######## design 1 ########
**Design 1: pin placement**

Pins as bars across the die edge, other pins in grey.
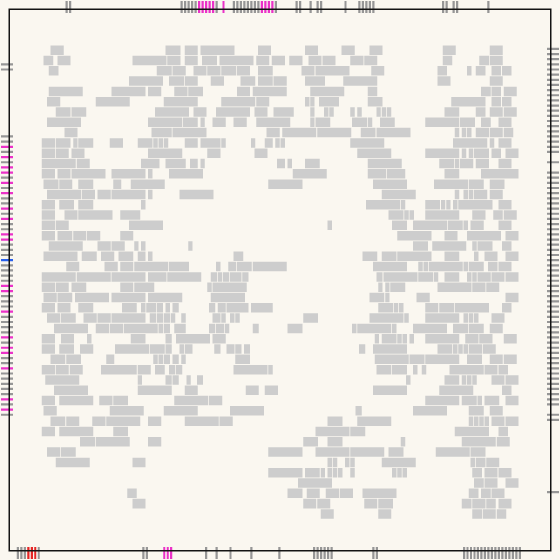
**Design 1: placed standard cells**

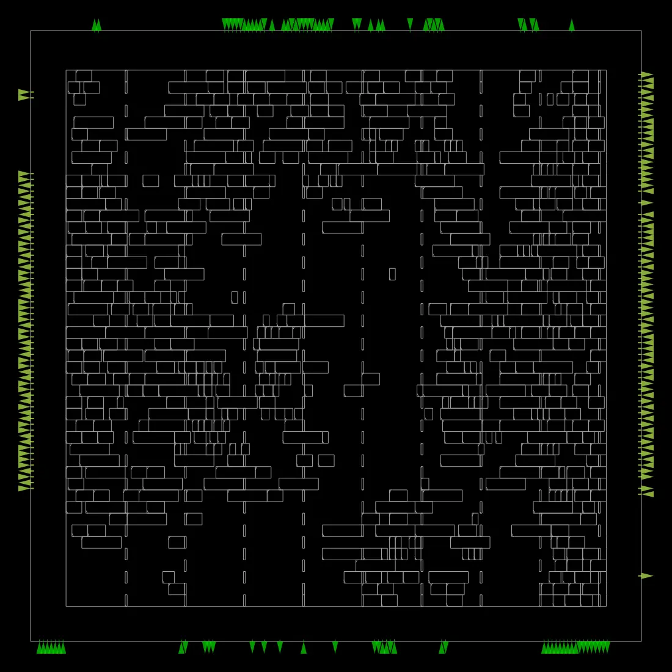
`src/rtl/modport_bridge.sv`:
```
// rtl/modport_bridge.sv - AHB-Lite slave to four-slave APB master bridge.
// Optional error response for out-of-window transfers: define BRIDGE_ERROR_RESP_EN.
module modport_bridge #(
  parameter logic [31:0] BASE_ADDR   = 32'h8000_0000,
  parameter int          REGION_BITS = 26
) (
  input  logic        clk,
  input  logic        hresetn,
  input  logic [1:0]  htrans,
  input  logic        hwrite,
  input  logic        hreadyin,
  input  logic [2:0]  hsize,
  input  logic [31:0] haddr,
  input  logic [31:0] hwdata,
  input  logic [2:0]  hburst,
  output logic        hreadyout,
  output logic [1:0]  hresp,
  output logic [31:0] hrdata,
  output logic        pwrite,
  output logic [3:0]  pselx,
  output logic        penable,
  output logic [31:0] paddr,
  output logic [31:0] pwdata,
  input  logic [31:0] prdata
);

  typedef enum logic [2:0] {
    IDLE, READ, RENABLE, WWAIT, WRITE, WENABLE, ERR1, ERR2
  } state_t;

  state_t      state;
  logic [31:0] addr_r;
  logic        write_r;
  logic [31:0] haddr_off;
  logic [31:0] addr_r_off;
  logic        in_window;
  logic        valid;
  logic        accepting;
  logic        unused;

  // Offsets below BASE_ADDR wrap to large values, so one upper-bit test covers both window edges.
  assign haddr_off  = haddr - BASE_ADDR;
  assign addr_r_off = addr_r - BASE_ADDR;
  assign in_window  = (haddr_off[31:REGION_BITS+2] == '0);
  assign valid      = hreadyin & htrans[1] & in_window;
  assign accepting  = (state == IDLE) || (state == RENABLE) || (state == WENABLE) || (state == ERR2);
  assign hrdata     = prdata;
  assign unused     = ^{hsize, hburst, haddr_off, addr_r_off};

  always_ff @(posedge clk or negedge hresetn) begin
    if (!hresetn) begin
      state     <= IDLE;
      addr_r    <= '0;
      write_r   <= 1'b0;
      pselx     <= '0;
      penable   <= 1'b0;
      pwrite    <= 1'b0;
      paddr     <= '0;
      pwdata    <= '0;
      hreadyout <= 1'b1;
      hresp     <= 2'b00;
    end else if (accepting) begin
      penable <= 1'b0;
      hresp   <= 2'b00;
      if (valid) begin
        addr_r    <= haddr;
        write_r   <= hwrite;
        hreadyout <= 1'b0;
        if (!hwrite) begin
          // Reads go straight to SETUP; the decode uses haddr as it is being latched into addr_r.
          state  <= READ;
          pselx  <= 4'b0001 << haddr_off[REGION_BITS+1:REGION_BITS];
          paddr  <= haddr;
          pwrite <= 1'b0;
        end else begin
          state <= WWAIT;
          pselx <= '0;
        end
`ifdef BRIDGE_ERROR_RESP_EN
      end else if (hreadyin && htrans[1]) begin
        state     <= ERR1;
        pselx     <= '0;
        hreadyout <= 1'b0;
        hresp     <= 2'b01;
`endif
      end else begin
        state     <= IDLE;
        pselx     <= '0;
        hreadyout <= 1'b1;
      end
    end else begin
      case (state)
        READ: begin
          state     <= RENABLE;
          penable   <= 1'b1;
          hreadyout <= 1'b1;
        end
        WWAIT: begin
          state     <= WRITE;
          pselx     <= 4'b0001 << addr_r_off[REGION_BITS+1:REGION_BITS];
          paddr     <= addr_r;
          pwrite    <= write_r;
          pwdata    <= hwdata;
          penable   <= 1'b0;
          hreadyout <= 1'b0;
        end
        WRITE: begin
          state     <= WENABLE;
          penable   <= 1'b1;
          hreadyout <= 1'b1;
        end
`ifdef BRIDGE_ERROR_RESP_EN
        ERR1: begin
          state     <= ERR2;
          hreadyout <= 1'b1;
        end
`endif
        default: begin
          state     <= IDLE;
          pselx     <= '0;
          penable   <= 1'b0;
          hreadyout <= 1'b1;
          hresp     <= 2'b00;
        end
      endcase
    end
  end

endmodule

```
`config.mk`:
```
export PLATFORM = sky130hd
export DESIGN_NAME = modport_bridge
export DESIGN_NICKNAME = d
export VERILOG_FILES = /design/src/rtl/modport_bridge.sv
export SDC_FILE = /design/constraint.sdc
export NUM_CORES = 1
export LEC_CHECK = 0
export CAP_MARGIN = 20
export CORE_MARGIN = 8
export CORE_UTILIZATION = 30
export DETAILED_ROUTE_END_ITERATION = 8
export GPL_ROUTABILITY_DRIVEN = 0
export GPL_TIMING_DRIVEN = 0
export PLACE_DENSITY = 0.73
export SLEW_MARGIN = 20
export SYNTH_ARGS = -nofsm -noshare
export SYNTH_HDL_FRONTEND = slang
export SYNTH_SLANG_ARGS = --single-unit
```
`constraint.sdc`:
```
create_clock -name clk -period 4.5 [get_ports clk]
set_clock_uncertainty 0.1 [all_clocks]
set_input_delay 1.125 -clock clk [delete_from_list [all_inputs] [get_ports clk]]
set_output_delay 1.125 -clock clk [all_outputs]
set_load 0.005 [all_outputs]
```
==> notes.org <==
#+TITLE: Flow metrics

** Critical path
- Capture instance of the worst register-to-register path :: paddr[11]
- Counting both buffers and inverters, the worst setup path holds a total of 3.
- OpenSTA lists the critical path endpoint as paddr[11].

** Drt
- The routed design uses around 6 mm of met2 wire.
- Avg Vias per Cell :: between 4 and 5

** Clocking
- TritonCTS clock tree :: built

** Flow run
- Warnings raised by the tools during the run amount to 33.

** Final timing
- Based on the critical path, the design can be clocked at up to between 300 and 400 MHz.
- Post-route period utilization is reported as between 70% and 80%.
- Setup repair after global routing missed its margin :: false

** Layout
- P&R area growth vs syn :: 48.2%

** Yosys
- Multiplexer cells account for between 20% and 30% of the synthesized area.
- Synth Register Bits :: 107

** Floorplan
- Starting Density :: 30.5%
- Standard cell core area :: 15800 µm²

** Global route
- The via count of the first global-routing pass came to 3899.
- Antenna violations before repair :: 0

** Power
- Per report_power, the top consumer among the power groups is combinational cells.
- Max rail drop VDD :: 0.335 mV
- Static Leak :: between 0.003 and 0.004 µW

** Run status
- Result of the run :: completed
Notes on 'pin placement' of design 1 above:
legend:
  hsize:
    colour: red
    pins: 3
    direction: input
    edge: south
  pwdata:
    colour: magenta
    pins: 32
    direction: output
    edge: 19 west, 10 north, 3 south
  hreadyin:
    colour: blue
    pins: 1
    direction: input
    edge: west
all pins by edge: 71 east, 57 west, 43 north, 42 south

Notes on 'placed standard cells' of design 1 above:
final instance count without filler cells: 808
register fraction of the total cell area: 37.6%
Seq Cell Count: 107

-- layout make-up --
| class | count | area [µm²] | area share, % |
|---|---|---|---|
| clock inverter | 1 | 5.00 | 0.0703 |
| timing repair buffer | 173 | 1750 | 24.6 |
| tap | 216 | 270 | 3.80 |
| multi-input combinational | 239 | 1750 | 24.6 |
| inverter | 4 | 15.0 | 0.211 |
| buffer | 53 | 363 | 5.10 |
| sequential | 107 | 2680 | 37.6 |
| clock buffer | 15 | 288 | 4.04 |

######## design 2 ########
<file path="config.mk">
export PLATFORM = sky130hd
export DESIGN_NAME = ctr_seq_ctrl
export DESIGN_NICKNAME = d
export VERILOG_FILES = /design/src/rtl/ctr_seq_ctrl.sv
export SDC_FILE = /design/constraint.sdc
export NUM_CORES = 1
export LEC_CHECK = 0
export CORE_MARGIN = 3
export CORE_UTILIZATION = 47
export CTS_CLUSTER_DIAMETER = 100
export DETAILED_ROUTE_END_ITERATION = 8
export PLACE_DENSITY = 0.75
export SYNTH_ARGS = -nofsm -noshare
export SYNTH_HDL_FRONTEND = slang
export SYNTH_SLANG_ARGS = --single-unit
export TNS_END_PERCENT = 10
</file>
<file path="constraint.sdc">
create_clock -name clk -period 2.1 [get_ports clk]
set_input_delay 0.42 -clock clk [delete_from_list [all_inputs] [get_ports clk]]
set_output_delay 0.42 -clock clk [all_outputs]
set_load 0.01 [all_outputs]
</file>
<file path="src/rtl/ctr_seq_ctrl.sv">
`default_nettype none
// ============================================================================
//  Module   : ctr_seq_ctrl
//  Purpose  : Sequencing controller for a synchronous up-counter. Launches,
//             pauses, resumes and aborts a count run from 0 to a latched
//             limit, in one-shot or periodic (auto-restart) mode. Reports
//             busy, paused, a one-cycle done pulse and a period tally.
//  Options  : PRESCALE_EN - when defined, counting advances only on a tick
//             produced every PRESC cycles; otherwise every cycle is a tick.
//  Revision : 1.0 - initial release
// ============================================================================
module ctr_seq_ctrl #(
    parameter int WIDTH = 4,
    parameter int PRESC = 2
) (
    input  logic             clk,
    input  logic             rst_n,
    input  logic             start,
    input  logic             stop,
    input  logic             mode,
    input  logic [WIDTH-1:0] limit,
    output logic [WIDTH-1:0] q,
    output logic             busy,
    output logic             paused,
    output logic             done,
    output logic [3:0]       wraps
);

    typedef enum logic [1:0] {
        ST_IDLE  = 2'd0,
        ST_RUN   = 2'd1,
        ST_PAUSE = 2'd2
    } state_t;

    state_t           state_q, state_d;
    logic [WIDTH-1:0] cnt_q,   cnt_d;
    logic [WIDTH-1:0] lim_q,   lim_d;
    logic             mode_q,  mode_d;
    logic [3:0]       wraps_q, wraps_d;
    logic             done_q,  done_d;
    logic             busy_q,  busy_d;
    logic             paused_q, paused_d;
    logic             w_tick;

`ifdef PRESCALE_EN
    localparam int              PW        = (PRESC > 1) ? $clog2(PRESC) : 1;
    localparam logic [PW-1:0]   PRESC_MAX = PW'(PRESC - 1);

    logic [PW-1:0] presc_q, presc_d;

    // Tick fires on the last cycle of each prescaler period
    always_comb begin
        w_tick = (presc_q == PRESC_MAX);
    end

    // Prescaler phase register; cleared by reset, next value set by the FSM
    always_ff @(posedge clk) begin
        if (!rst_n) begin
            presc_q <= '0;
        end else begin
            presc_q <= presc_d;
        end
    end
`else
    // No prescaler: every cycle is a tick (PRESC is always >= 1)
    assign w_tick = (PRESC >= 1);
`endif

    // Next-state and next-output logic for the sequencer
    always_comb begin
        state_d = state_q;
        cnt_d   = cnt_q;
        lim_d   = lim_q;
        mode_d  = mode_q;
        wraps_d = wraps_q;
        done_d  = 1'b0;
`ifdef PRESCALE_EN
        presc_d = presc_q;
`endif
        case (state_q)
            ST_IDLE: begin
                // stop blocks a launch; q simply holds its last value
                if (start && !stop) begin
                    state_d = ST_RUN;
                    cnt_d   = '0;
                    lim_d   = limit;
                    mode_d  = mode;
                    wraps_d = 4'd0;
`ifdef PRESCALE_EN
                    presc_d = '0;
`endif
                end
            end
            ST_RUN: begin
                if (stop) begin
                    state_d = ST_PAUSE;
                end else begin
`ifdef PRESCALE_EN
                    presc_d = w_tick ? '0 : presc_q + 1'b1;
`endif
                    // Compare before increment so the full range never overflows
                    if (w_tick) begin
                        if (cnt_q == lim_q) begin
                            done_d = 1'b1;
                            if (mode_q) begin
                                cnt_d   = '0;
                                wraps_d = wraps_q + 4'd1;
                            end else begin
                                state_d = ST_IDLE;
                            end
                        end else begin
                            cnt_d = cnt_q + 1'b1;
                        end
                    end
                end
            end
            ST_PAUSE: begin
                // Abort wins over resume; prescaler phase stays frozen
                if (stop) begin
                    state_d = ST_IDLE;
                    cnt_d   = '0;
                end else if (start) begin
                    state_d = ST_RUN;
                end
            end
            default: begin
                state_d = ST_IDLE;
            end
        endcase
        busy_d   = (state_d != ST_IDLE);
        paused_d = (state_d == ST_PAUSE);
    end

    // State and output registers with synchronous active-low reset
    always_ff @(posedge clk) begin
        if (!rst_n) begin
            state_q  <= ST_IDLE;
            cnt_q    <= '0;
            lim_q    <= '0;
            mode_q   <= 1'b0;
            wraps_q  <= 4'd0;
            done_q   <= 1'b0;
            busy_q   <= 1'b0;
            paused_q <= 1'b0;
        end else begin
            state_q  <= state_d;
            cnt_q    <= cnt_d;
            lim_q    <= lim_d;
            mode_q   <= mode_d;
            wraps_q  <= wraps_d;
            done_q   <= done_d;
            busy_q   <= busy_d;
            paused_q <= paused_d;
        end
    end

    assign q      = cnt_q;
    assign busy   = busy_q;
    assign paused = paused_q;
    assign done   = done_q;
    assign wraps  = wraps_q;

endmodule
`default_nettype wire
</file>
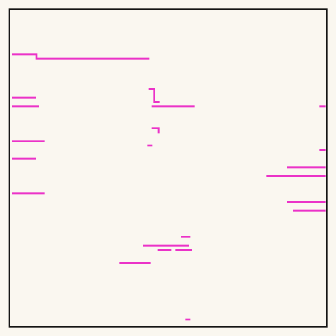
**Above:** design 2 (signal wires on met3).
wire length on this layer: 97.7 µm
longest straight run: 17.5 µm
share of all routed wire: 5.4%
main direction: horizontal

==> notes.org <==
#+TITLE: Flow metrics

** Run status
- Result of the run :: completed

** Yosys
- The synthesized instance count is between 90 and 100.

** Power
- Per report_power, the Sequential row totals between 300 and 400 µW.
- The power report attributes to the clock group a share of roughly 32%.
- Switching component of the power :: approximately 160 µW
- The largest share of the power goes to sequential cells.
- The flow reports power dissipated in the clock network as approximately 210 µW.

** Layout
- Leaving out the clock tree, the finished layout contains a buffer count of 22.
- Area taken by flip-flops and latches :: between 300 and 400 µm²
- In the finished design the tool counted flip-flops and latches totalling 18.
- In the final design database the tool counted around 130 nets.
- Among all cell classes, the greatest summed area belongs to logic gates.

** Placed design
- Weighted congestion reported at the end of routability-driven placement :: roughly 0.76
- Cell area reported after detailed placement :: 1100 µm²

** Floorplan
- The floorplan step set the die width to slightly below 50 µm.

** Clocking
- Hold buffer count at cts :: 0
- Clock root buffer :: clkbuf_4

** Flow run
- Per the run summary, max-cap violations total 0.
- Number of warnings in the stage logs :: 26

** Final timing
- Transition time at the pin with the least slew margin :: between 400 and 500 ps

** Drt
- Initial drt markers :: 11
- Post-route met1 wirelength :: 767 µm

** Critical path
- Crit end category :: primary output
- Capture instance of the worst register-to-register path :: q[1]

** Hold path
- Worst hold start :: wraps[3]
## worst max-delay path by stage
stage	cells after the start	from	slack [ps]	end
floorplan	4	q[0]	620	wraps[3]
global placement	4	stop	180	lim_q[2]
detailed placement	4	stop	150	wraps[3]
CTS	5	q[0]	310	q[1]
global route	5	q[0]	260	q[1]
finish	1	q[0]	350	q[0]
## metrics by stage
| step | util, % | std cells | hold slack [ps] |
|---|---|---|---|
| floorplan | - | 97 | 485 |
| global placement | 63.2 | 139 | 463 |
| detailed placement | 63.2 | 139 | 475 |
| CTS | 65.2 | 143 | 490 |
| global route | 65.2 | 143 | 520 |
| finish | 65.2 | 143 | 483 |


==> notes/layouts.md <==
Pictures saved along the way, in no particular order.

Local utilization.
image #1
The die is cut into 10 by 10 equal tiles; white is low, dark blue is high, 0 to 100% covered.
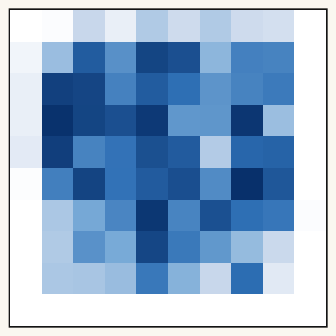
image #2
The die is cut into 14 by 14 equal tiles; white is low, dark blue is high, 0 to 100% covered.
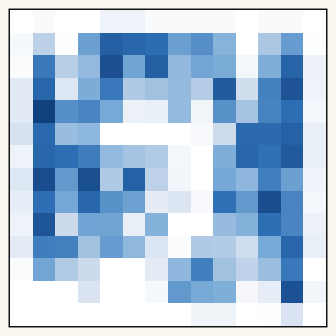
Of these, highest utilization: image #1
Image #1 is design 2.
Image #2 is design 1.

Key to image #2:
fullest tile: 94%
nearly empty tiles: 18%
mean over tiles: 34%
tiles over 75% full: 14%

Power figures rest on the tool's default switching activity, not on a simulated workload.
